==================== block 1
Block 1, sequential cells grouped by signal name:
Other sequential cells in the stronger gray, the rest of the logic in the fainter gray.
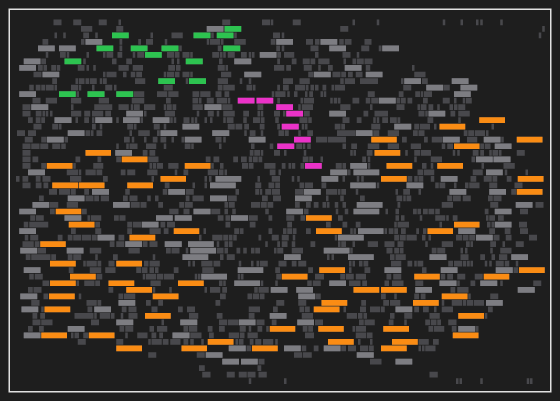
Block 1, congestion heat map:
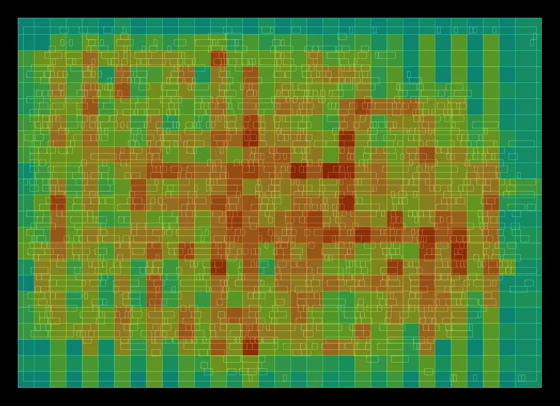
==> src/rtl/avalon_led_pwm.sv <==
// avalon_led_pwm: Avalon-MM LED controller, per channel off/on/PWM/blink.
// Build option LED_PWM_IRQ_EN adds STATUS.BLINK_EVT, CTRL.IRQ_EN and irq.
module avalon_led_pwm #(
  parameter int CHANNELS = 8,
  parameter int PWM_W    = 8,
  parameter int PRE_W    = 16,
  parameter int BLINK_W  = 8,
  parameter int ADDR_W   = 4
) (
  input  logic                clk_clk,
  input  logic                reset_reset_n,
  input  logic [ADDR_W-1:0]   avs_address,
  input  logic                avs_write,
  input  logic [31:0]         avs_writedata,
  input  logic                avs_read,
  output logic [31:0]         avs_readdata,
  output logic                irq,
  output logic [CHANNELS-1:0] led_export
);

  localparam logic [PWM_W-1:0] PWM_MAX = '1;

  logic                en, en_nxt, run;
  logic                tick, frame_end, blink_evt;
  logic [PRE_W-1:0]    prescale, pre_cnt;
  logic [BLINK_W-1:0]  blink, blink_cnt;
  logic                blink_phase;
  logic [PWM_W-1:0]    pwm_cnt;
  logic [1:0]          mode     [CHANNELS];
  logic [PWM_W-1:0]    duty     [CHANNELS];
  logic [PWM_W-1:0]    duty_nxt [CHANNELS];
  logic [PWM_W-1:0]    shadow   [CHANNELS];
  logic [CHANNELS-1:0] led_nxt;
  logic [CHANNELS-1:0] wr_ch;
  logic                wr_ctrl, wr_pre, wr_blink;
  logic [31:0]         rd_mux;
  logic                unused_wd;

  assign unused_wd = ^avs_writedata;

  always_comb begin
    wr_ctrl  = avs_write && (avs_address == ADDR_W'(0));
    wr_pre   = avs_write && (avs_address == ADDR_W'(1));
    wr_blink = avs_write && (avs_address == ADDR_W'(2));
    for (int i = 0; i < CHANNELS; i++) begin
      wr_ch[i] = avs_write && (avs_address == ADDR_W'(4 + i));
      duty_nxt[i] = wr_ch[i] ? avs_writedata[PWM_W+1:2] : duty[i];
    end
  end

  // Counters run only when enabled both before and after this edge
  assign en_nxt    = wr_ctrl ? avs_writedata[0] : en;
  assign run       = en && en_nxt;
  assign tick      = run && (pre_cnt == prescale);
  assign frame_end = tick && (pwm_cnt == PWM_MAX);
  assign blink_evt = frame_end && (blink_cnt >= blink);

  always_comb begin
    led_nxt = '0;
    for (int i = 0; i < CHANNELS; i++) begin
      case (mode[i])
        2'd0:    led_nxt[i] = 1'b0;
        2'd1:    led_nxt[i] = 1'b1;
        2'd2:    led_nxt[i] = pwm_cnt < shadow[i];
        default: led_nxt[i] = blink_phase;
      endcase
    end
  end

`ifdef LED_PWM_IRQ_EN
  logic irq_en, evt_flag, wr_stat;

  assign wr_stat = avs_write && (avs_address == ADDR_W'(3));

  // A blink event wins over a same-cycle W1C
  always_ff @(posedge clk_clk) begin
    if (!reset_reset_n) begin
      irq_en   <= 1'b0;
      evt_flag <= 1'b0;
      irq      <= 1'b0;
    end else begin
      if (wr_ctrl) irq_en <= avs_writedata[1];
      if (blink_evt) evt_flag <= 1'b1;
      else if (wr_stat && avs_writedata[0]) evt_flag <= 1'b0;
      irq <= evt_flag && irq_en;
    end
  end
`else
  assign irq = 1'b0;
`endif

  always_comb begin
    rd_mux = '0;
    if (avs_address == ADDR_W'(0)) begin
      rd_mux[0] = en;
`ifdef LED_PWM_IRQ_EN
      rd_mux[1] = irq_en;
`endif
    end else if (avs_address == ADDR_W'(1)) begin
      rd_mux[PRE_W-1:0] = prescale;
    end else if (avs_address == ADDR_W'(2)) begin
      rd_mux[BLINK_W-1:0] = blink;
    end else if (avs_address == ADDR_W'(3)) begin
`ifdef LED_PWM_IRQ_EN
      rd_mux[0] = evt_flag;
`endif
    end
    for (int i = 0; i < CHANNELS; i++) begin
      if (avs_address == ADDR_W'(4 + i)) begin
        rd_mux[1:0]       = mode[i];
        rd_mux[PWM_W+1:2] = duty[i];
      end
    end
  end

  always_ff @(posedge clk_clk) begin
    if (!reset_reset_n) begin
      en           <= 1'b0;
      prescale     <= '0;
      blink        <= '0;
      pre_cnt      <= '0;
      pwm_cnt      <= '0;
      blink_cnt    <= '0;
      blink_phase  <= 1'b0;
      led_export   <= '0;
      avs_readdata <= '0;
      for (int i = 0; i < CHANNELS; i++) begin
        mode[i]   <= '0;
        duty[i]   <= '0;
        shadow[i] <= '0;
      end
    end else begin
      en <= en_nxt;
      if (wr_pre)   prescale <= avs_writedata[PRE_W-1:0];
      if (wr_blink) blink    <= avs_writedata[BLINK_W-1:0];
      for (int i = 0; i < CHANNELS; i++) begin
        if (wr_ch[i]) mode[i] <= avs_writedata[1:0];
        duty[i] <= duty_nxt[i];
        if (!run || frame_end) shadow[i] <= duty_nxt[i];
      end
      if (!run || pre_cnt >= prescale) pre_cnt <= '0;
      else pre_cnt <= pre_cnt + PRE_W'(1);
      if (!run) pwm_cnt <= '0;
      else if (tick) pwm_cnt <= pwm_cnt + PWM_W'(1);
      if (!run) begin
        blink_cnt   <= '0;
        blink_phase <= 1'b0;
      end else if (blink_evt) begin
        blink_cnt   <= '0;
        blink_phase <= ~blink_phase;
      end else if (frame_end) begin
        blink_cnt <= blink_cnt + BLINK_W'(1);
      end
      led_export <= run ? led_nxt : '0;
      if (avs_read) avs_readdata <= rd_mux;
    end
  end

endmodule

==> config.mk <==
export PLATFORM = sky130hd
export DESIGN_NAME = avalon_led_pwm
export DESIGN_NICKNAME = d
export VERILOG_FILES = /design/src/rtl/avalon_led_pwm.sv
export SDC_FILE = /design/constraint.sdc
export NUM_CORES = 1
export LEC_CHECK = 0
export CAP_MARGIN = 20
export CORE_ASPECT_RATIO = 0.7
export CORE_MARGIN = 2
export CORE_UTILIZATION = 35
export CTS_BUF_LIST = sky130_fd_sc_hd__clkbuf_8
export CTS_CLUSTER_SIZE = 30
export DETAILED_ROUTE_END_ITERATION = 7
export PLACE_DENSITY_LB_ADDON = 0.12
export SKIP_LAST_GASP = 1
export SLEW_MARGIN = 15
export SYNTH_ARGS = -nofsm -noshare
export SYNTH_HDL_FRONTEND = slang
export SYNTH_SLANG_ARGS = --single-unit
export TNS_END_PERCENT = 50
==> constraint.sdc <==
create_clock -name clk_clk -period 16.2 [get_ports clk_clk]
set_input_delay 3.24 -clock clk_clk [delete_from_list [all_inputs] [get_ports clk_clk]]
set_output_delay 3.24 -clock clk_clk [all_outputs]
set_load 0.05 [all_outputs]
==> run_results.csv <==
group,metric,value,unit
outcome,run_status,"complete, no violations",
detailed_routing,post-route-drc-count,0,
setup_path,crit-reg2reg-launch,"pwm_cnt[1]$_SDFFE_PN0P_",
timing,rsz_0062_raised_after_global_routing,"false",
timing,slew_viol_final,0,
floorplan,floorplan.core_area,0.0336,mm^2
cells_and_area,nonClkBufAreaFrac,0.0424,
pwr,power.share.clock,0.421,
detailed_routing,postRouteWirelength,34800,um
setup_path,critPathRequiredTime,16.48,ns
detailed_routing,vias,8846,
timing,finalSetupViolCount,0,
detailed_routing,routed.top_layer,"met4",
job,max_cap_viol_count,0,
synthesis,post_synth_inst_count,1230,
synthesis,yosys.stat.chipArea,0.0120,mm^2
floorplan,tap_cells,435,
cells_and_area,num-nets-final,1385,
placement,detailedPlace.worstSlack,9.47,ns
job,warning_count,42,
cells_and_area,comb_share,0.440,
pwr,design_power_total,1210,uW
cells_and_area,drive_above_1_share,0.0882,
global_route,global_route.usage.met2,0.276,
detailed_routing,detail-route-antenna-nets,0,
pwr,power_density,89.8,mW/mm^2
synthesis,dominantRegCellSynth,"sky130_fd_sc_hd__dfxtp_1",
detailed_routing,route.met2.wl,14400,um
setup_path,critical_path.n_buffers_inverters,1,
cells_and_area,syn2layout_area_growth,12.4,%
timing,clock_period_minus_final_worst_setup_slack,6.24,ns
cells_and_area,nFlopsAndLatches,226,
cells_and_area,top_regs,"duty (64), shadow (64)",
synthesis,synthDistinctLibCells,66,
setup_path,critPathLaunchType,"input port",
cts,postCtsSetupRepairBufs,0,
placement,placement.cell_area,0.0127,mm^2
timing,worst_hold_slack,0.475,ns
synthesis,synth-xor-area-share,0.0175,
cts,insertion_delay,0.57,ns
cts,clk_transition_reported_paths,0.06,ns
cells_and_area,dominant_cells,"logic gates",
global_route,initial_antenna_violation_count,0,
timing,tightest_pin_transition,1.01,ns
pwr,cellLeakagePower,0.00543,uW
synthesis,synth.comb.largest_family,"simple AND/OR/NAND/NOR gates",
floorplan,chipArea,0.0358,mm^2
setup_path,cp.depth,6,
global_route,global_route_congestion_overflow_total,0,
timing,relSlewSlack,0.327,
worst_hold_path,timing.hold.worst_endpoint,"pre_cnt[0]$_SDFF_PP0_",
pwr,max-vdd-ir-drop,73.8,uV
setup_path,worstPathCellList,"clkdlybuf4s50_1, nor2b_1, nand3_1, mux2i_1, nor2b_1, nor2b_1",
pwr,switching_share,0.265,
setup_path,crit_path_end,"shadow[1][8]$_SDFFCE_PN0P_",
timing,timing.final.ws_setup,9.96,ns
placement,placement.io_buffers,47,
synthesis,synth.cellmix.adderShare,0.0867,
cts,cts_buffer_depth,3,
placement,hpwlAfterDp,23200,um
worst_hold_path,worst_hold_startpoint,"pre_cnt[0]$_SDFF_PP0_",
floorplan,fp_util,0.356,
setup_path,timing.reg2reg.setup_slack,13.05,ns
synthesis,synth-seq-cells,226,
About 'sequential cells grouped by signal name' of block 1:
legend:
  magenta:
    signal: blink
    flops: 8
  green:
    signal: pre_cnt
    flops: 16
  orange:
    signal: shadow
    flops: 64

About 'congestion heat map' of block 1:
busiest metal layer after global routing: met1
fraction of met3 tracks used by global routing: 0.0402
detail-routed net length per standard cell: 20.1 um
global-route met1 utilization: 0.296


==================== block 2
Block 2, placement density heat map:
13 x 12 tiles, from black (low) to pale yellow (high), 0 to 100% covered.
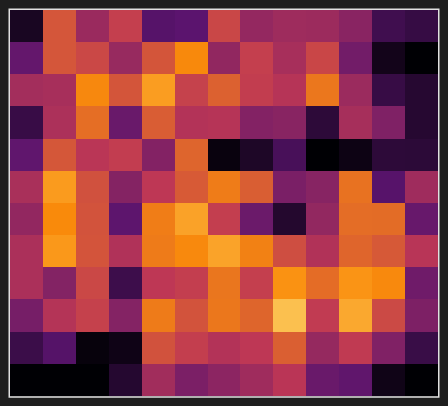
File: src/rtl/c1_pkg.sv
// c1_pkg: shared definitions for the C1 bus responder.
//   - C1 command codes and the RESPONSE code driven back by the responder
//   - default parameter widths
//   - responder state enum
//   - alignment helper used when C1_PROTO_CHECK_EN is defined
package c1_pkg;

    localparam logic [2:0] CMD_NOP             = 3'd0;
    localparam logic [2:0] CMD_READ8           = 3'd1;
    localparam logic [2:0] CMD_READ16          = 3'd2;
    localparam logic [2:0] CMD_READ32          = 3'd3;
    localparam logic [2:0] CMD_INVALIDATE_LINE = 3'd4;
    localparam logic [2:0] CMD_WRITE8          = 3'd5;
    localparam logic [2:0] CMD_WRITE16         = 3'd6;
    localparam logic [2:0] CMD_WRITE32         = 3'd7;

    // Code the responder drives on C1 while returning a completion.
    localparam logic [2:0] C1_RESPONSE         = 3'd7;

    localparam int unsigned ADDR_W_DEF = 15;
    localparam int unsigned OFF_W_DEF  = 4;
    localparam int unsigned DATA_W_DEF = 16;

    typedef enum logic [2:0] {
        StIdle,
        StAddr2,
        StTurn,
        StReq,
        StWait,
        StResp1,
        StResp2
    } state_e;

    function automatic logic is_read(input logic [2:0] cmd);
        return (cmd == CMD_READ8) || (cmd == CMD_READ16) || (cmd == CMD_READ32);
    endfunction

    // Halfword accesses need offset[0]==0, word accesses offset[1:0]==0.
    function automatic logic misaligned(input logic [2:0] cmd, input logic [1:0] off_lo);
        logic bad;
        bad = 1'b0;
        if ((cmd == CMD_READ16) || (cmd == CMD_WRITE16)) begin
            bad = off_lo[0];
        end else if ((cmd == CMD_READ32) || (cmd == CMD_WRITE32)) begin
            bad = (off_lo != 2'b00);
        end
        return bad;
    endfunction

endpackage

File: src/rtl/c1_responder.sv
// c1_responder: target-side responder for the multiplexed C1/A1/D1 bus.
// A command is captured over two bus cycles (tag+set, then offset), a turnaround
// cycle follows, the access is forwarded to the core as a single request, and the
// core completion is returned on C1/D1 as one RESPONSE cycle (two for READ32).
//
// Ports:
//   clk, rst_n                    clock, asynchronous active-low reset
//   c1_in/c1_out/c1_oe            C1 command bus split (pad lives outside)
//   a1_in                         A1 address bus, initiator-driven
//   d1_in/d1_out/d1_oe            D1 data bus split
//   req_valid/req_cmd/req_addr/req_wdata, req_ready   core request handshake
//   resp_valid/resp_rdata         core completion pulse
//   proto_err                     (only with C1_PROTO_CHECK_EN) one-cycle error pulse
//
// Build option: define C1_PROTO_CHECK_EN to add alignment / command-consistency
// checking and the proto_err output. Erroneous transactions are not forwarded to
// the core and complete with zero read data.
//
// DATA_W is expected to be 16: a 32-bit core word is carried in two D1 beats.
module c1_responder
    import c1_pkg::*;
#(
    parameter int unsigned ADDR_W = ADDR_W_DEF,
    parameter int unsigned OFF_W  = OFF_W_DEF,
    parameter int unsigned DATA_W = DATA_W_DEF
) (
    input  logic                    clk,
    input  logic                    rst_n,
    input  logic [2:0]              c1_in,
    output logic [2:0]              c1_out,
    output logic                    c1_oe,
    input  logic [ADDR_W-1:0]       a1_in,
    input  logic [DATA_W-1:0]       d1_in,
    output logic [DATA_W-1:0]       d1_out,
    output logic                    d1_oe,
    output logic                    req_valid,
    output logic [2:0]              req_cmd,
    output logic [ADDR_W+OFF_W-1:0] req_addr,
    output logic [31:0]             req_wdata,
    input  logic                    req_ready,
    input  logic                    resp_valid,
`ifdef C1_PROTO_CHECK_EN
    output logic                    proto_err,
`endif
    input  logic [31:0]             resp_rdata
);

    state_e            state_q, state_d;
    logic [2:0]        cmd_q, cmd_d;
    logic [ADDR_W-1:0] tag_set_q, tag_set_d;
    logic [OFF_W-1:0]  off_q, off_d;
    logic [31:0]       wdata_q, wdata_d;
    logic [31:0]       rdata_q, rdata_d;
`ifdef C1_PROTO_CHECK_EN
    logic              err_q, err_d;
`endif

    always_ff @(posedge clk or negedge rst_n) begin
        if (!rst_n) begin
            state_q   <= StIdle;
            cmd_q     <= '0;
            tag_set_q <= '0;
            off_q     <= '0;
            wdata_q   <= '0;
            rdata_q   <= '0;
`ifdef C1_PROTO_CHECK_EN
            err_q     <= 1'b0;
`endif
        end else begin
            state_q   <= state_d;
            cmd_q     <= cmd_d;
            tag_set_q <= tag_set_d;
            off_q     <= off_d;
            wdata_q   <= wdata_d;
            rdata_q   <= rdata_d;
`ifdef C1_PROTO_CHECK_EN
            err_q     <= err_d;
`endif
        end
    end

    // Next-state and capture logic.
    always_comb begin
        state_d   = state_q;
        cmd_d     = cmd_q;
        tag_set_d = tag_set_q;
        off_d     = off_q;
        wdata_d   = wdata_q;
        rdata_d   = rdata_q;
`ifdef C1_PROTO_CHECK_EN
        err_d     = err_q;
`endif
        unique case (state_q)
            StIdle: begin
                if (c1_in != CMD_NOP) begin
                    cmd_d                = c1_in;
                    tag_set_d            = a1_in;
                    off_d                = '0;
                    wdata_d              = '0;
                    wdata_d[DATA_W-1:0]  = d1_in;
                    // Cleared here so an errored transaction returns zero data.
                    rdata_d              = '0;
`ifdef C1_PROTO_CHECK_EN
                    err_d                = 1'b0;
`endif
                    state_d              = StAddr2;
                end
            end
            StAddr2: begin
                off_d = a1_in[OFF_W-1:0];
                if (cmd_q == CMD_WRITE32) begin
                    wdata_d[2*DATA_W-1:DATA_W] = d1_in;
                end
`ifdef C1_PROTO_CHECK_EN
                err_d = misaligned(cmd_q, a1_in[1:0]) || (c1_in != cmd_q);
`endif
                state_d = StTurn;
            end
            StTurn: begin
`ifdef C1_PROTO_CHECK_EN
                state_d = err_q ? StResp1 : StReq;
`else
                state_d = StReq;
`endif
            end
            StReq: begin
                if (req_ready) begin
                    // A completion coincident with acceptance skips WAIT.
                    if (resp_valid) begin
                        rdata_d = resp_rdata;
                        state_d = StResp1;
                    end else begin
                        state_d = StWait;
                    end
                end
            end
            StWait: begin
                if (resp_valid) begin
                    rdata_d = resp_rdata;
                    state_d = StResp1;
                end
            end
            StResp1: begin
                state_d = (cmd_q == CMD_READ32) ? StResp2 : StIdle;
            end
            StResp2: begin
                state_d = StIdle;
            end
            default: begin
                state_d = StIdle;
            end
        endcase
    end

    // Bus and core outputs are decoded from state so reset drives them all low.
    always_comb begin
        c1_out    = '0;
        c1_oe     = 1'b0;
        d1_out    = '0;
        d1_oe     = 1'b0;
        req_valid = (state_q == StReq);
        unique case (state_q)
            StResp1: begin
                c1_oe  = 1'b1;
                c1_out = C1_RESPONSE;
                if (is_read(cmd_q)) begin
                    d1_oe  = 1'b1;
                    d1_out = rdata_q[DATA_W-1:0];
                end
            end
            StResp2: begin
                c1_oe  = 1'b1;
                c1_out = C1_RESPONSE;
                d1_oe  = 1'b1;
                d1_out = rdata_q[2*DATA_W-1:DATA_W];
            end
            default: begin
            end
        endcase
    end

    assign req_cmd   = cmd_q;
    assign req_addr  = {tag_set_q, off_q};
    assign req_wdata = wdata_q;

`ifdef C1_PROTO_CHECK_EN
    assign proto_err = (state_q == StTurn) && err_q;
`endif

endmodule

File: config.mk
export PLATFORM = sky130hd
export DESIGN_NAME = c1_responder
export DESIGN_NICKNAME = d
export VERILOG_FILES = /design/src/rtl/c1_pkg.sv /design/src/rtl/c1_responder.sv
export SDC_FILE = /design/constraint.sdc
export NUM_CORES = 1
export LEC_CHECK = 0
export ABC_AREA = 1
export CAP_MARGIN = 15
export CORE_ASPECT_RATIO = 0.9
export CORE_MARGIN = 1.5
export CORE_UTILIZATION = 30
export CTS_BUF_LIST = sky130_fd_sc_hd__clkbuf_16
export DETAILED_ROUTE_END_ITERATION = 12
export GPL_TIMING_DRIVEN = 0
export PLACE_DENSITY_LB_ADDON = 0.12
export SLEW_MARGIN = 20
export SYNTH_ARGS = -nofsm -noshare
export SYNTH_HDL_FRONTEND = slang
export SYNTH_SLANG_ARGS = --single-unit
File: constraint.sdc
create_clock -name clk -period 1.8 [get_ports clk]
set_input_delay 0.27 -clock clk [delete_from_list [all_inputs] [get_ports clk]]
set_output_delay 0.27 -clock clk [all_outputs]
set_load 0.02 [all_outputs]
==> run_results.csv <==
group,metric,value,unit
setup_path,critPathRequiredTime,1.53,ns
cts,cts_buffer_depth,2,
synthesis,synthesis.area,0.00424,mm^2
timing,rsz_0062_raised_after_global_routing,"true",
cts,post_cts_resized,169,
timing,relSlewSlack,0.675,
synthesis,synth.yosys.warnings,0,
synthesis,synth.comb.largest_family,"simple AND/OR/NAND/NOR gates",
detailed_routing,route.layer.met1.wl,5680,um
cells_and_area,layout.area.seq,0.00223,mm^2
cts,cts_tree,"done",
detailed_routing,routed_wire_length_per_instance,13.8,um
cells_and_area,inverters,88,
global_route,grt.total_usage,0.176,
cells_and_area,dominant_logic_cell_types_in_the_final_layout,"161 x sky130_fd_sc_hd__nand2_1, 121 x sky130_fd_sc_hd__clkdlybuf4s50_1, 86 x sky130_fd_sc_hd__inv_1, 86 x sky130_fd_sc_hd__dfrtp_1, 76 x sky130_fd_sc_hd__nand3_1",
pwr,power_density,1700,mW/mm^2
setup_path,crit_path_end,"d1_out[1]",
global_route,initial_antenna_violation_count,0,
global_route,globalRoute.busiestLayer,"met2",
cells_and_area,filler_cell_count,1368,
synthesis,syn_nets,614,
timing,slew_viol_final,0,
job,max_cap_viol_count,0,
setup_path,critical_path.max_stage_delay,0.45,ns
cts,hold_buffers,1,
pwr,switching_share,0.427,
pwr,power_top_consumer,"combinational cells",
floorplan,die_width,128,um
timing,clock_period_minus_final_worst_setup_slack,1.87,ns
outcome,run_status,"finished with violations",
setup_path,critPathLaunchType,"flop",
floorplan,tap_cells,193,
placement,globalplace.congestion,0.769,
setup_path,critical_path.n_buffers_inverters,3,
placement,placement.io_buffers,145,
cells_and_area,logic_area,0.00172,mm^2
cells_and_area,postLayoutCellArea,0.00666,mm^2
synthesis,enable_flop_cells,0,
timing,final_hold_vio_count,0,
timing,timing.final.ws_setup,-0.0682,ns
synthesis,synthDominantAreaCellType,"sky130_fd_sc_hd__dfrtp_1",
cells_and_area,multi_input_comb_cells,335,
synthesis,synth_top_cell_by_count,"sky130_fd_sc_hd__nand2_1",
detailed_routing,postRouteWirelength,12600,um
detailed_routing,dr.pass1.iters,4,
setup_path,cp.depth,7,
synthesis,post_synth_mux_area_share,0,
pwr,cellLeakagePower,0.00335,uW
pwr,sequentialPowerShare,0.295,
synthesis,syn_area_per_cell,7.80,um^2
pwr,total_switching_power,4840,uW
global_route,grt_pass1_wl,20200,um
cells_and_area,num-nonclk-buffers,192,
global_route,grt_start_max_net_pins,51,
pwr,power.share.clock,0.160,
timing,fin_crit_sh,1.04,
cells_and_area,clock_buffer_count,9,
detailed_routing,route.met2.wl,5820,um
cells_and_area,seq-cell-share,0.335,
setup_path,worstPathCellList,"inv_4, nand3_4, nor2_4, o21ai_4, buf_8, o22ai_4, buf_6",
detailed_routing,dr.first_iter.drc_count,326,
detailed_routing,vias,4041,
outcome,failed_checks,"setup timing",
setup_path,worst_path_max_delay_cell,"sky130_fd_sc_hd__dfrtp_2",
cts,cts_buffers,9,
timing,finalSetupViolCount,14,
cells_and_area,drive_above_1_share,0.163,
detailed_routing,detail-route-antenna-nets,0,
synthesis,yosys.stat.chipArea,0.00424,mm^2
## Picture notes: 'placement density heat map' of block 2
tiles over 75% full: 5.8%
nearly empty tiles: 4.5%
mean over tiles: 43%
fullest tile: 86%
Core Box Area: 0.0139 mm^2
Core Util at FP: 0.305
Finished Core Util: 0.479


==================== block 3
Block 3, congestion heat map:
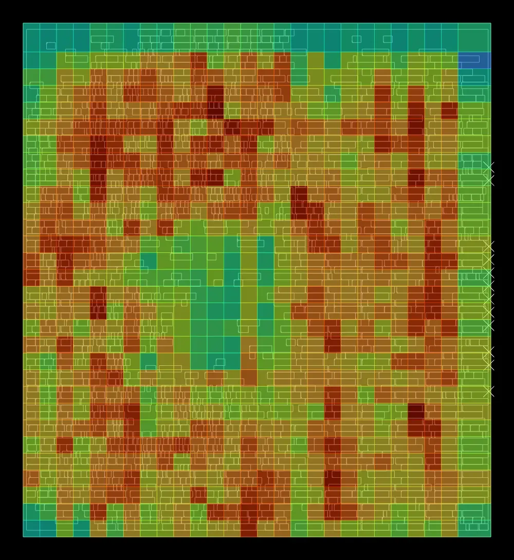
--- src/rtl/dma_wr_engine.sv ---
// Single-clock DMA write engine: buffers the bdo stream in a show-ahead FIFO and drains it to the master-write port.
// Optional DMA_WR_BYTE_EN_EN adds a byte-enable output; without it, masked-off bytes are zeroed in the write data.
module dma_wr_engine #(
    parameter int DATA_W = 32,
    parameter int ADDR_W = 32,
    parameter int LEN_W  = 32,
    parameter int DEPTH  = 8,
    parameter int FAIL_W = 16,
    localparam int BE_W  = DATA_W / 8
) (
    input  logic              iClk,
    input  logic              iRstn,
    input  logic              start_i,
    input  logic [ADDR_W-1:0] d_addr_i,
    input  logic [LEN_W-1:0]  length_i,
    input  logic [ADDR_W-1:0] out_gap_i,
    input  logic              auth_en_i,
    input  logic              bdo_vld_i,
    input  logic [DATA_W-1:0] bdo_i,
    input  logic [BE_W-1:0]   bdo_vld_byte_i,
    input  logic              bdo_last_i,
    output logic              bdo_rdy_o,
    input  logic              auth_vld_i,
    input  logic              tag_match_i,
    output logic [ADDR_W-1:0] oAddress_Master_Write,
    output logic [DATA_W-1:0] oData_Master_Write,
`ifdef DMA_WR_BYTE_EN_EN
    output logic [BE_W-1:0]   oByteEnable_Master_Write,
`endif
    output logic              oWrite_Master_Write,
    input  logic              iWait_Master_Write,
    output logic              busy_o,
    output logic [FAIL_W-1:0] tag_fail_nums_o,
    output logic [ADDR_W-1:0] end_addr_write_o,
    output logic              done_trigger_o
);

    localparam int PTR_W   = $clog2(DEPTH);
    localparam int ENTRY_W = 1 + BE_W + DATA_W;

    typedef enum logic [1:0] {IDLE, RUN, WAIT_AUTH, DONE} state_t;

    state_t state, state_next;

    logic [ADDR_W-1:0]  addr, gap;
    logic [LEN_W-1:0]   length, pushed, written;
    logic               auth_en, auth_seen;
    logic [ENTRY_W-1:0] mem [DEPTH];
    logic [PTR_W:0]     wr_ptr, rd_ptr;
    logic               full, empty, push, pop, busy;
    logic               head_last;
    logic [BE_W-1:0]    head_mask;
    logic [DATA_W-1:0]  head_data;

    // Pointers carry one extra wrap bit so full and empty are distinguishable.
    assign empty = (wr_ptr == rd_ptr);
    assign full  = (wr_ptr[PTR_W] != rd_ptr[PTR_W]) &&
                   (wr_ptr[PTR_W-1:0] == rd_ptr[PTR_W-1:0]);
    assign {head_last, head_mask, head_data} = mem[rd_ptr[PTR_W-1:0]];

    assign busy                  = (state == RUN) || (state == WAIT_AUTH);
    assign busy_o                = busy;
    assign done_trigger_o        = (state == DONE);
    assign bdo_rdy_o             = (state == RUN) && !full && (pushed < length);
    assign oWrite_Master_Write   = (state == RUN) && !empty;
    assign push                  = bdo_vld_i && bdo_rdy_o;
    assign pop                   = oWrite_Master_Write && !iWait_Master_Write;
    assign oAddress_Master_Write = addr;

`ifdef DMA_WR_BYTE_EN_EN
    assign oByteEnable_Master_Write = oWrite_Master_Write ? head_mask : '0;
    assign oData_Master_Write       = oWrite_Master_Write ? head_data : '0;
`else
    logic [DATA_W-1:0] masked_data;

    always_comb begin
        masked_data = '0;
        for (int b = 0; b < BE_W; b++) begin
            if (head_mask[b]) masked_data[b*8 +: 8] = head_data[b*8 +: 8];
        end
    end

    assign oData_Master_Write = oWrite_Master_Write ? masked_data : '0;
`endif

    always_ff @(posedge iClk) begin
        if (push) mem[wr_ptr[PTR_W-1:0]] <= {bdo_last_i, bdo_vld_byte_i, bdo_i};
    end

    always_ff @(posedge iClk or negedge iRstn) begin
        if (!iRstn) state <= IDLE;
        else        state <= state_next;
    end

    always_comb begin
        state_next = state;
        case (state)
            IDLE:      if (start_i) state_next = RUN;
            RUN:       if (written == length) state_next = auth_en ? WAIT_AUTH : DONE;
            WAIT_AUTH: if (auth_seen || auth_vld_i) state_next = DONE;
            DONE:      state_next = IDLE;
            default:   state_next = IDLE;
        endcase
    end

    always_ff @(posedge iClk or negedge iRstn) begin
        if (!iRstn) begin
            addr             <= '0;
            gap              <= '0;
            length           <= '0;
            pushed           <= '0;
            written          <= '0;
            auth_en          <= 1'b0;
            auth_seen        <= 1'b0;
            wr_ptr           <= '0;
            rd_ptr           <= '0;
            tag_fail_nums_o  <= '0;
            end_addr_write_o <= '0;
        end else begin
            if (state == IDLE && start_i) begin
                addr      <= d_addr_i;
                gap       <= out_gap_i;
                length    <= length_i;
                auth_en   <= auth_en_i;
                pushed    <= '0;
                written   <= '0;
                auth_seen <= 1'b0;
            end
            if (push) begin
                wr_ptr <= wr_ptr + (PTR_W+1)'(1);
                pushed <= pushed + LEN_W'(1);
            end
            // A segment-last word also skips the output gap before the next word.
            if (pop) begin
                rd_ptr  <= rd_ptr + (PTR_W+1)'(1);
                written <= written + LEN_W'(1);
                addr    <= addr + ADDR_W'(BE_W) + (head_last ? gap : '0);
            end
            // Only the first auth result of a job counts; it may arrive before the writes finish.
            if (busy && auth_vld_i && !auth_seen) begin
                auth_seen <= 1'b1;
                if (!tag_match_i && (tag_fail_nums_o != '1))
                    tag_fail_nums_o <= tag_fail_nums_o + FAIL_W'(1);
            end
            if (state_next == DONE) end_addr_write_o <= addr;
        end
    end

endmodule

--- config.mk ---
export PLATFORM = sky130hd
export DESIGN_NAME = dma_wr_engine
export DESIGN_NICKNAME = d
export VERILOG_FILES = /design/src/rtl/dma_wr_engine.sv
export SDC_FILE = /design/constraint.sdc
export NUM_CORES = 1
export LEC_CHECK = 0
export CAP_MARGIN = 20
export CORE_ASPECT_RATIO = 1.1
export CORE_UTILIZATION = 60
export CTS_CLUSTER_SIZE = 40
export DETAILED_ROUTE_END_ITERATION = 6
export HOLD_SLACK_MARGIN = 0.05
export PLACE_DENSITY = 0.95
export REMOVE_ABC_BUFFERS = 1
export SYNTH_ARGS = -nofsm -noshare
export SYNTH_HDL_FRONTEND = slang
export SYNTH_SLANG_ARGS = --single-unit
--- constraint.sdc ---
create_clock -name iClk -period 16.28 [get_ports iClk]
set_input_delay 2.442 -clock iClk [delete_from_list [all_inputs] [get_ports iClk]]
set_output_delay 2.442 -clock iClk [all_outputs]
set_load 0.02 [all_outputs]
==> run_results.csv <==
group,metric,value,unit
outcome,failed_checks,"DRC",
cts,postCtsSetupRepairBufs,0,
detailed_routing,post-route-drc-count,24,
cts,cts_max_level,2,
global_route,initial_antenna_violation_count,2,
worst_hold_path,timing.hold.worst_endpoint,"wr_ptr[3]$_DFFE_PN0P_",
setup_path,crit_type,"flop to output port",
setup_path,critical_path.max_stage_delay,0.83,ns
setup_path,critPathCaptureType,"output port",
pwr,max-vdd-ir-drop,149,uV
cells_and_area,dominant_cells,"flip-flops and latches",
synthesis,synth.yosys.warnings,0,
setup_path,critical_path.n_buffers_inverters,2,
outcome,run_status,"finished with violations",
timing,finalSetupViolCount,0,
job,warning_count,32,
placement,hpwlAfterDp,37700,um
synthesis,synthesis.area,0.0241,mm^2
synthesis,synth-seq-cells,516,
cells_and_area,multi_input_comb_cells,1101,
setup_path,worst_ep_arrival_time,4.18,ns
cells_and_area,nonClkBufAreaFrac,0.0941,
global_route,grt_pass1_vias,16600,
## Picture notes: 'congestion heat map' of block 3
grt met2 use: 0.538
busiest metal layer after global routing: met2
Finished Core Util: 0.737


==================== block 4
Block 4, congestion heat map:
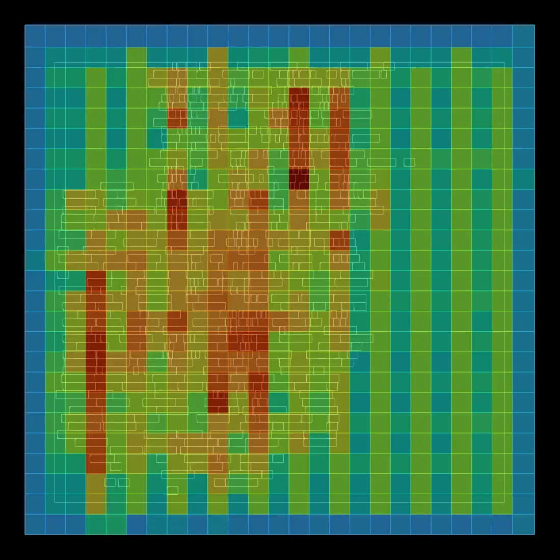
Block 4, placement density heat map:
17 x 17 tiles, from black (low) to pale yellow (high), 0 to 100% covered.
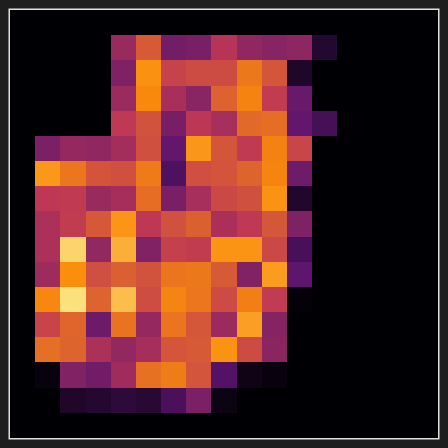
[src/rtl/p16_uart_pkg.sv]
// Shared UART types and helpers for the uwuifier serial path.
// Used by both the buffered transmitter and the receiver.
package p16_uart_pkg;

  typedef enum logic [1:0] {
    TX_IDLE,
    TX_START,
    TX_DATA,
    TX_STOP
  } tx_state_t;

  localparam int DATA_BITS = 8;

  // Bit period in clock cycles, truncated.
  function automatic int baud_div(input int clk_freq, input int baud);
    return clk_freq / baud;
  endfunction

endpackage

[src/rtl/p16_byte_fifo.sv]
// Synchronous byte FIFO, first-word-fallthrough read, pushes ignored when full.
// Zero-latency head visibility; count updates on the edge after push/pop.
module p16_byte_fifo #(
  parameter int DEPTH = 16
) (
  input  logic                     clk,
  input  logic                     rst_n,
  input  logic                     push_i,
  input  logic [7:0]               data_i,
  input  logic                     pop_i,
  output logic [7:0]               data_o,
  output logic [$clog2(DEPTH):0]   count_o,
  output logic                     full_o,
  output logic                     empty_o
);

  localparam int AW = $clog2(DEPTH);

  logic [7:0]    mem_q [DEPTH];
  logic [AW-1:0] wr_ptr_q;
  logic [AW-1:0] rd_ptr_q;
  logic [AW:0]   count_q;
  logic          do_push;
  logic          do_pop;

  assign full_o  = (count_q == (AW+1)'(DEPTH));
  assign empty_o = (count_q == '0);
  assign do_push = push_i && !full_o;
  assign do_pop  = pop_i && !empty_o;
  assign data_o  = mem_q[rd_ptr_q];
  assign count_o = count_q;

  // Pointers wrap naturally since DEPTH is a power of two.
  always_ff @(posedge clk or negedge rst_n) begin
    if (!rst_n) begin
      wr_ptr_q <= '0;
      rd_ptr_q <= '0;
      count_q  <= '0;
    end else begin
      if (do_push) wr_ptr_q <= wr_ptr_q + AW'(1);
      if (do_pop)  rd_ptr_q <= rd_ptr_q + AW'(1);
      case ({do_push, do_pop})
        2'b10:   count_q <= count_q + (AW+1)'(1);
        2'b01:   count_q <= count_q - (AW+1)'(1);
        default: count_q <= count_q;
      endcase
    end
  end

  always_ff @(posedge clk) begin
    if (do_push) mem_q[wr_ptr_q] <= data_i;
  end

endmodule

[src/rtl/p16_uart_tx_buffered.sv]
// Buffered 8N1 UART transmitter: FIFO-absorbed bursts, back-to-back frames.
// tx falls one cycle after accept from idle; in_ready drops only when the FIFO is full.
module p16_uart_tx_buffered #(
  parameter int CLK_FREQ   = 6000000,
  parameter int BAUD       = 115200,
  parameter int FIFO_DEPTH = 16
) (
  input  logic                          clk,
  input  logic                          rst_n,
  input  logic [7:0]                    in_data,
  input  logic                          in_valid,
  output logic                          in_ready,
  output logic                          tx,
  output logic                          busy,
  output logic [$clog2(FIFO_DEPTH):0]   fifo_count
);

  import p16_uart_pkg::*;

  localparam int DIV = baud_div(CLK_FREQ, BAUD);
  localparam int TW  = (DIV > 1) ? $clog2(DIV) : 1;
  localparam int BW  = $clog2(DATA_BITS);
  localparam logic [TW-1:0] RELOAD   = TW'(DIV - 1);
  localparam logic [BW-1:0] LAST_BIT = BW'(DATA_BITS - 1);

  tx_state_t         state_q, state_d;
  logic [TW-1:0]     timer_q, timer_d;
  logic [BW-1:0]     bit_q, bit_d;
  logic [7:0]        shift_q, shift_d;
  logic              tx_q, tx_d;

  logic              fifo_pop;
  logic [7:0]        fifo_head;
  logic              fifo_full;
  logic              fifo_empty;
  logic              bit_end;

  p16_byte_fifo #(
    .DEPTH (FIFO_DEPTH)
  ) u_fifo (
    .clk     (clk),
    .rst_n   (rst_n),
    .push_i  (in_valid),
    .data_i  (in_data),
    .pop_i   (fifo_pop),
    .data_o  (fifo_head),
    .count_o (fifo_count),
    .full_o  (fifo_full),
    .empty_o (fifo_empty)
  );

  assign bit_end  = (timer_q == '0);
  assign in_ready = !fifo_full;
  assign busy     = (state_q != TX_IDLE) || !fifo_empty;
  assign tx       = tx_q;

  always_comb begin
    state_d  = state_q;
    timer_d  = timer_q;
    bit_d    = bit_q;
    shift_d  = shift_q;
    fifo_pop = 1'b0;

    case (state_q)
      TX_IDLE: begin
        if (!fifo_empty) begin
          fifo_pop = 1'b1;
          shift_d  = fifo_head;
          bit_d    = '0;
          timer_d  = RELOAD;
          state_d  = TX_START;
        end
      end
      TX_START: begin
        if (bit_end) begin
          timer_d = RELOAD;
          state_d = TX_DATA;
        end else begin
          timer_d = timer_q - TW'(1);
        end
      end
      TX_DATA: begin
        if (bit_end) begin
          timer_d = RELOAD;
          if (bit_q == LAST_BIT) begin
            state_d = TX_STOP;
          end else begin
            bit_d   = bit_q + BW'(1);
            shift_d = shift_q >> 1;
          end
        end else begin
          timer_d = timer_q - TW'(1);
        end
      end
      TX_STOP: begin
        if (bit_end) begin
          // Chain straight into the next start bit so bursts leave no idle gap.
          if (!fifo_empty) begin
            fifo_pop = 1'b1;
            shift_d  = fifo_head;
            bit_d    = '0;
            timer_d  = RELOAD;
            state_d  = TX_START;
          end else begin
            state_d  = TX_IDLE;
          end
        end else begin
          timer_d = timer_q - TW'(1);
        end
      end
      default: state_d = TX_IDLE;
    endcase

    case (state_d)
      TX_START: tx_d = 1'b0;
      TX_DATA:  tx_d = shift_d[0];
      default:  tx_d = 1'b1;
    endcase
  end

  always_ff @(posedge clk or negedge rst_n) begin
    if (!rst_n) begin
      state_q <= TX_IDLE;
      timer_q <= '0;
      bit_q   <= '0;
      shift_q <= '0;
      tx_q    <= 1'b1;
    end else begin
      state_q <= state_d;
      timer_q <= timer_d;
      bit_q   <= bit_d;
      shift_q <= shift_d;
      tx_q    <= tx_d;
    end
  end

endmodule

[config.mk]
export PLATFORM = sky130hd
export DESIGN_NAME = p16_uart_tx_buffered
export DESIGN_NICKNAME = d
export VERILOG_FILES = /design/src/rtl/p16_uart_pkg.sv /design/src/rtl/p16_byte_fifo.sv /design/src/rtl/p16_uart_tx_buffered.sv
export SDC_FILE = /design/constraint.sdc
export NUM_CORES = 1
export LEC_CHECK = 0
export ABC_AREA = 0
export CORE_MARGIN = 10
export CORE_UTILIZATION = 30
export CTS_BUF_LIST = sky130_fd_sc_hd__clkbuf_2
export CTS_CLUSTER_SIZE = 24
export DETAILED_ROUTE_END_ITERATION = 10
export GPL_TIMING_DRIVEN = 0
export MAX_ROUTING_LAYER = met4
export PLACE_DENSITY = 0.57
export SYNTH_ARGS = -nofsm -noshare
export SYNTH_HDL_FRONTEND = slang
export SYNTH_HIERARCHICAL = 1
export SYNTH_SLANG_ARGS = --single-unit
[constraint.sdc]
create_clock -name clk -period 2.95 [get_ports clk]
set_input_delay 0.4425 -clock clk [delete_from_list [all_inputs] [get_ports clk]]
set_output_delay 0.4425 -clock clk [all_outputs]
set_load 0.03 [all_outputs]
==> run_results.csv <==
group,metric,value,unit
placement,hpwlAfterDp,10300,um
cells_and_area,top_regs,"u_fifo/mem_q (128), shift_q (8), timer_q (6)",
timing,timing.final.ws_setup,-0.0570,ns
cells_and_area,largest-register,"u_fifo/mem_q",
outcome,failed_checks,"setup timing",
cells_and_area,multi_input_comb_cells,262,
cts,postCtsSetupRepairBufs,1,
outcome,run_status,"finished with violations",
floorplan,fp.dieH,173,um
detailed_routing,routed_wire_length_per_instance,17.9,um
placement,detailedPlace.worstSlack,-0.355,ns
detailed_routing,detail-route-antenna-nets,0,
timing,finalSetupViolCount,1,
synthesis,yosys.stat.seqShare,0.664,
cells_and_area,num-nets-final,539,
## Picture notes: 'congestion heat map' of block 4
fraction of met3 tracks used by global routing: 0.0211
total routing usage reported by global routing: 0.104
grt met2 use: 0.170

## Picture notes: 'placement density heat map' of block 4
emptiest ninth of the die: south-east
tiles over 75% full: 5.2%
fullest tile: 93%


==================== block 5
[src/rtl/user_value_entry_pkg.sv]
// Shared constants for the user value entry block: FSM encodings, value width,
// default 50 MHz timing constants and key indices.
package user_value_entry_pkg;

    localparam int USER_VALUE_W = 2;

    localparam logic [1:0] ST_IDLE   = 2'd0;
    localparam logic [1:0] ST_EDIT   = 2'd1;
    localparam logic [1:0] ST_COMMIT = 2'd2;

    localparam int DEF_DEBOUNCE_CYCLES = 500000;
    localparam int DEF_TIMEOUT_CYCLES  = 250000000;
    localparam int DEF_HOLD_CYCLES     = 50000000;
    localparam int DEF_REPEAT_CYCLES   = 12500000;

    localparam int KEY_NEXT  = 0;
    localparam int KEY_ENTER = 1;
    localparam int NUM_KEYS  = 2;

    typedef logic [USER_VALUE_W-1:0] user_value_t;

    // Values wrap 3 -> 0.
    function automatic user_value_t next_value(input user_value_t v);
        return v + user_value_t'(1);
    endfunction

endpackage

[src/rtl/user_value_entry_key_debounce.sv]
// Conditions one raw active-low key: 2-FF synchronizer, consecutive-cycle
// debounce, and a one-cycle press pulse on the released->pressed flip.
module key_debounce #(
    parameter int DEBOUNCE_CYCLES = 500000
) (
    input  logic clk,
    input  logic rst,
    input  logic key_n,
    output logic pressed,
    output logic press
);

    localparam int CNT_W = $clog2(DEBOUNCE_CYCLES + 1);

    logic             sync1_reg;
    logic             sync2_reg;
    logic             level_n_reg;
    logic [CNT_W-1:0] cnt_reg;
    logic             press_reg;

    always_ff @(posedge clk) begin
        if (rst) begin
            sync1_reg   <= 1'b1;
            sync2_reg   <= 1'b1;
            level_n_reg <= 1'b1;
            cnt_reg     <= '0;
            press_reg   <= 1'b0;
        end else begin
            sync1_reg <= key_n;
            sync2_reg <= sync1_reg;
            press_reg <= 1'b0;
            if (sync2_reg == level_n_reg) begin
                cnt_reg <= '0;
            end else if (cnt_reg == CNT_W'(DEBOUNCE_CYCLES - 1)) begin
                level_n_reg <= sync2_reg;
                cnt_reg     <= '0;
                press_reg   <= ~sync2_reg;
            end else begin
                cnt_reg <= cnt_reg + CNT_W'(1);
            end
        end
    end

    assign pressed = ~level_n_reg;
    assign press   = press_reg;

endmodule

[src/rtl/user_value_entry.sv]
// Debounced NEXT/ENTER edit-and-commit of a 2-bit user value.
// Optional NEXT auto-repeat is enabled by defining USER_VALUE_AUTO_REPEAT_EN.
module user_value_entry
    import user_value_entry_pkg::*;
#(
    parameter int DEBOUNCE_CYCLES = DEF_DEBOUNCE_CYCLES,
    parameter int TIMEOUT_CYCLES  = DEF_TIMEOUT_CYCLES,
    parameter int HOLD_CYCLES     = DEF_HOLD_CYCLES,
    parameter int REPEAT_CYCLES   = DEF_REPEAT_CYCLES
) (
    input  logic                    clk,
    input  logic                    rst,
    input  logic                    key_next_n,
    input  logic                    key_enter_n,
    output logic [USER_VALUE_W-1:0] user,
    output logic [USER_VALUE_W-1:0] candidate,
    output logic                    editing,
    output logic                    commit
);

    localparam int TO_W = $clog2(TIMEOUT_CYCLES + 1);

    logic [NUM_KEYS-1:0] keys_n;
    logic [NUM_KEYS-1:0] pressed_vec;
    logic [NUM_KEYS-1:0] press_vec;

    assign keys_n = {key_enter_n, key_next_n};

    genvar gi;
    generate
        for (gi = 0; gi < NUM_KEYS; gi++) begin : g_key
            key_debounce #(
                .DEBOUNCE_CYCLES(DEBOUNCE_CYCLES)
            ) u_debounce (
                .clk    (clk),
                .rst    (rst),
                .key_n  (keys_n[gi]),
                .pressed(pressed_vec[gi]),
                .press  (press_vec[gi])
            );
        end
    endgenerate

    logic [1:0]        state_reg;
    user_value_t       user_reg;
    user_value_t       cand_reg;
    logic              editing_reg;
    logic              commit_reg;
    logic [TO_W-1:0]   timeout_reg;

    logic next_ev;
    logic enter_ev;
    logic step_ev;
    logic unused_levels;

    assign next_ev       = press_vec[KEY_NEXT];
    assign enter_ev      = press_vec[KEY_ENTER];
    assign unused_levels = ^pressed_vec;

`ifdef USER_VALUE_AUTO_REPEAT_EN
    localparam int RPT_MAX = (HOLD_CYCLES > REPEAT_CYCLES) ? HOLD_CYCLES : REPEAT_CYCLES;
    localparam int RPT_W   = $clog2(RPT_MAX + 1);

    logic [RPT_W-1:0] hold_reg;
    logic             repeating_reg;
    logic             next_held;
    logic             repeat_ev;

    assign next_held = pressed_vec[KEY_NEXT];
    assign repeat_ev = (state_reg == ST_EDIT) && next_held && !next_ev &&
                       (repeating_reg ? (hold_reg == RPT_W'(REPEAT_CYCLES - 1))
                                      : (hold_reg == RPT_W'(HOLD_CYCLES - 1)));
    assign step_ev   = next_ev | repeat_ev;

    // Hold timing restarts at every genuine press; first gap is HOLD, then REPEAT.
    always_ff @(posedge clk) begin
        if (rst) begin
            hold_reg      <= '0;
            repeating_reg <= 1'b0;
        end else if (next_ev || !next_held || state_reg != ST_EDIT) begin
            hold_reg      <= '0;
            repeating_reg <= 1'b0;
        end else if (repeat_ev) begin
            hold_reg      <= '0;
            repeating_reg <= 1'b1;
        end else begin
            hold_reg <= hold_reg + RPT_W'(1);
        end
    end
`else
    localparam int unused_repeat_cfg = HOLD_CYCLES + REPEAT_CYCLES;
    assign step_ev = next_ev;
`endif

    always_ff @(posedge clk) begin
        if (rst) begin
            state_reg   <= ST_IDLE;
            user_reg    <= '0;
            cand_reg    <= '0;
            editing_reg <= 1'b0;
            commit_reg  <= 1'b0;
            timeout_reg <= '0;
        end else begin
            commit_reg <= 1'b0;
            case (state_reg)
                ST_IDLE: begin
                    cand_reg <= user_reg;
                    if (next_ev) begin
                        state_reg   <= ST_EDIT;
                        cand_reg    <= next_value(user_reg);
                        editing_reg <= 1'b1;
                        timeout_reg <= '0;
                    end
                end
                ST_EDIT: begin
                    // ENTER has priority over a simultaneous NEXT or repeat.
                    if (enter_ev) begin
                        state_reg   <= ST_COMMIT;
                        user_reg    <= cand_reg;
                        editing_reg <= 1'b0;
                        commit_reg  <= 1'b1;
                    end else if (step_ev) begin
                        cand_reg    <= next_value(cand_reg);
                        timeout_reg <= '0;
                    end else if (timeout_reg == TO_W'(TIMEOUT_CYCLES - 1)) begin
                        state_reg   <= ST_IDLE;
                        cand_reg    <= user_reg;
                        editing_reg <= 1'b0;
                        timeout_reg <= '0;
                    end else begin
                        timeout_reg <= timeout_reg + TO_W'(1);
                    end
                end
                ST_COMMIT: begin
                    state_reg <= ST_IDLE;
                end
                default: begin
                    state_reg   <= ST_IDLE;
                    cand_reg    <= user_reg;
                    editing_reg <= 1'b0;
                end
            endcase
        end
    end

    assign user      = user_reg;
    assign candidate = cand_reg;
    assign editing   = editing_reg;
    assign commit    = commit_reg;

endmodule

[config.mk]
export PLATFORM = sky130hd
export DESIGN_NAME = user_value_entry
export DESIGN_NICKNAME = d
export VERILOG_FILES = /design/src/rtl/user_value_entry_pkg.sv /design/src/rtl/user_value_entry_key_debounce.sv /design/src/rtl/user_value_entry.sv
export SDC_FILE = /design/constraint.sdc
export NUM_CORES = 1
export LEC_CHECK = 0
export CELL_PAD_IN_SITES_DETAIL_PLACEMENT = 1
export CELL_PAD_IN_SITES_GLOBAL_PLACEMENT = 2
export CORE_MARGIN = 2
export CORE_UTILIZATION = 41
export DETAILED_ROUTE_END_ITERATION = 7
export GPL_TIMING_DRIVEN = 0
export HOLD_SLACK_MARGIN = 0.06
export PLACE_DENSITY_LB_ADDON = 0.1
export SLEW_MARGIN = 15
export SYNTH_ARGS = -nofsm -noshare
export SYNTH_HDL_FRONTEND = slang
export SYNTH_SLANG_ARGS = --single-unit
[constraint.sdc]
create_clock -name clk -period 5.75 [get_ports clk]
set_input_delay 0.575 -clock clk [delete_from_list [all_inputs] [get_ports clk]]
set_output_delay 0.575 -clock clk [all_outputs]
set_load 0.005 [all_outputs]
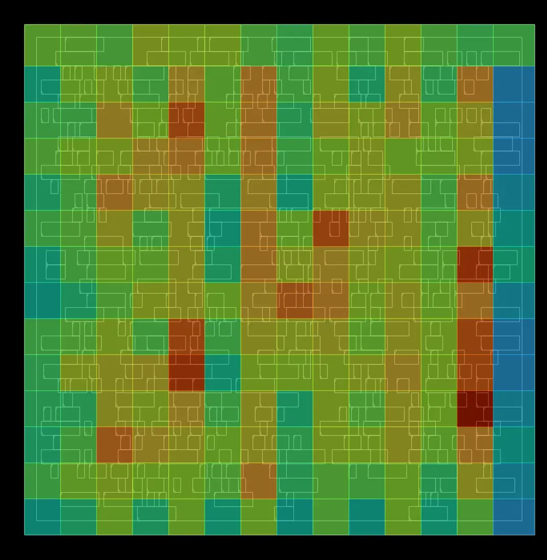
Block 5: congestion heat map
Finished Core Util: 0.470
grt met2 use: 0.284
total routing usage reported by global routing: 0.173
detail-routed net length per standard cell: 13.9 um

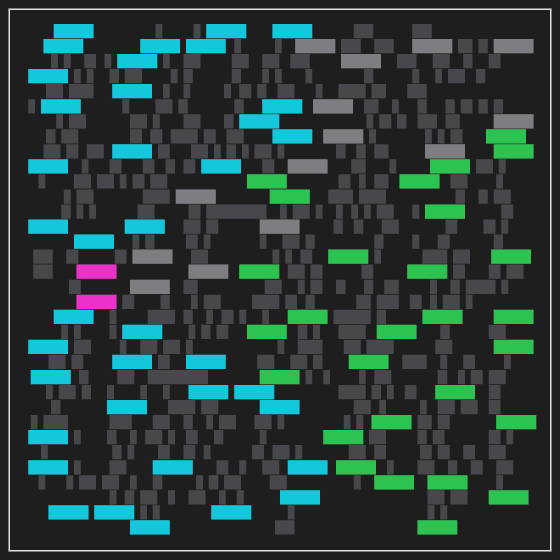
Block 5: sequential cells grouped by signal name
Other sequential cells in the stronger gray, the rest of the logic in the fainter gray.
legend:
  magenta:
    signal: g_key.u_debounce.sync1_reg
    flops: 2
  green:
    signal: timeout_reg
    flops: 28
  cyan:
    signal: g_key.u_debounce.cnt_reg
    flops: 38
sequential cell area in the final layout: 0.00164 mm^2
Seq group: 571 uW
flop share of the area: 0.406

==> run_results.csv <==
group,metric,value,unit
worst_hold_path,worst_hold_path.num_cells,1,
timing,slew_viol_final,0,
synthesis,yosys.stat.seqShare,0.457,
placement,detailedPlace.worstSlack,3.44,ns
global_route,global_route.usage.met3,0.0353,
cts,cts_buffer_depth,2,
outcome,run_status,"complete, no violations",
timing,sum_neg_setup_slack,0,ns
synthesis,synthAoiAreaFrac,0.0442,
worst_hold_path,hold_path.class,"flop to flop",
pwr,power.share.clock,0.443,
cells_and_area,syn2layout_area_growth,12.4,%
cells_and_area,nonClkBufAreaFrac,0.0362,
setup_path,critical_path.top_delay_family,"AND-OR/OR-AND gates",
cts,clk_transition_reported_paths,0.08,ns
global_route,grt_pass1_wl,13400,um
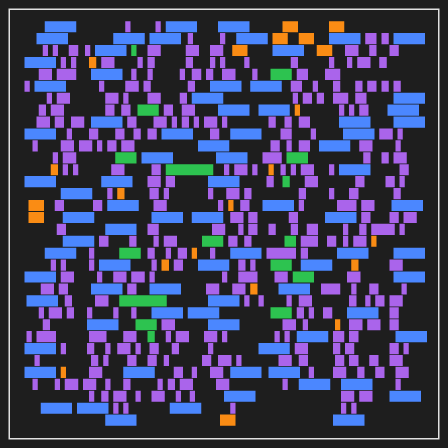
Block 5: placement by cell class
legend:
  orange:
    class: remaining buffers and delay cells
    cells: 22
  purple:
    class: remaining logic cells
    cells: 313
  blue:
    class: registers
    cells: 82
  green:
    class: clock drivers and dummy loads
    cells: 16
total non-filler cell area in the finished layout: 0.00404 mm^2
Core Rows: 34
Core Box Area: 0.00859 mm^2



## Gallery

Sequential cells grouped by signal name.
Other sequential cells in the stronger gray, the rest of the logic in the fainter gray.
image #1
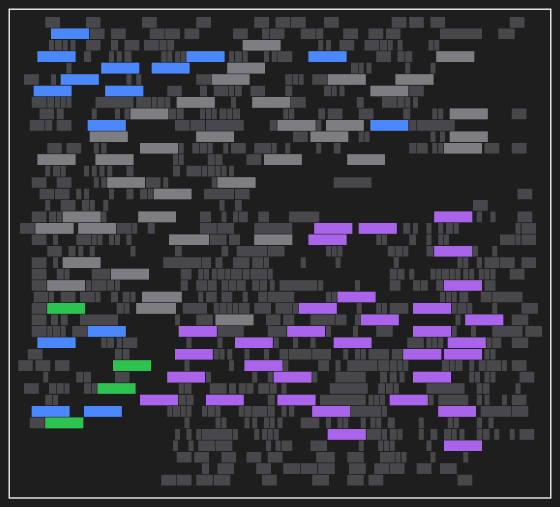
image #2
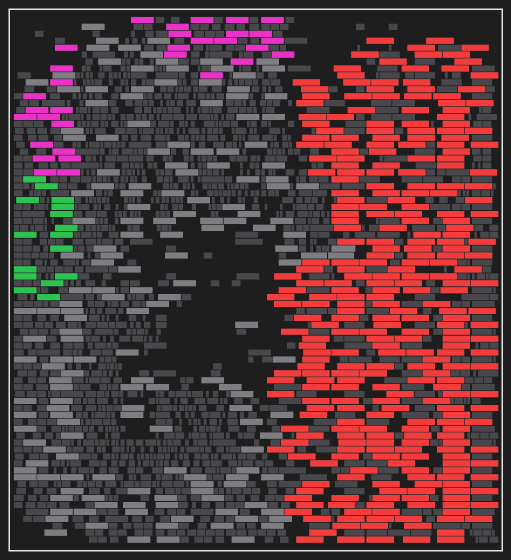
image #3
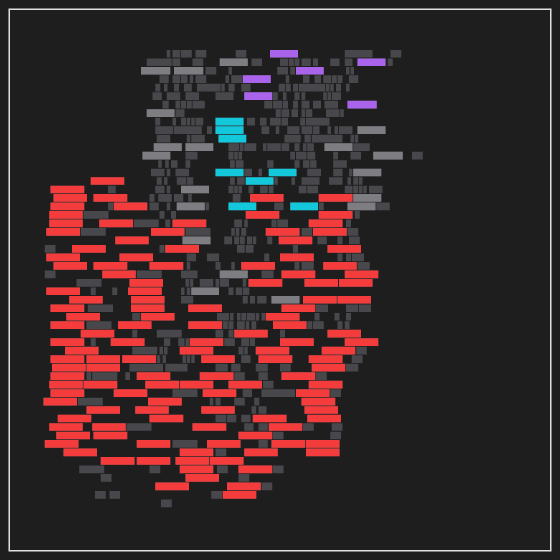
| from | picture |
|---|---|
| block 4 | image #3 |
| block 2 | image #1 |
| block 3 | image #2 |

Key to image #1:
legend:
  blue:
    signal: tag_set_q
    flops: 15
  green:
    signal: off_q
    flops: 4
    where: south-west
  purple:
    signal: rdata_q
    flops: 32
not colored: 38

Power and IR drop assume default switching activity.
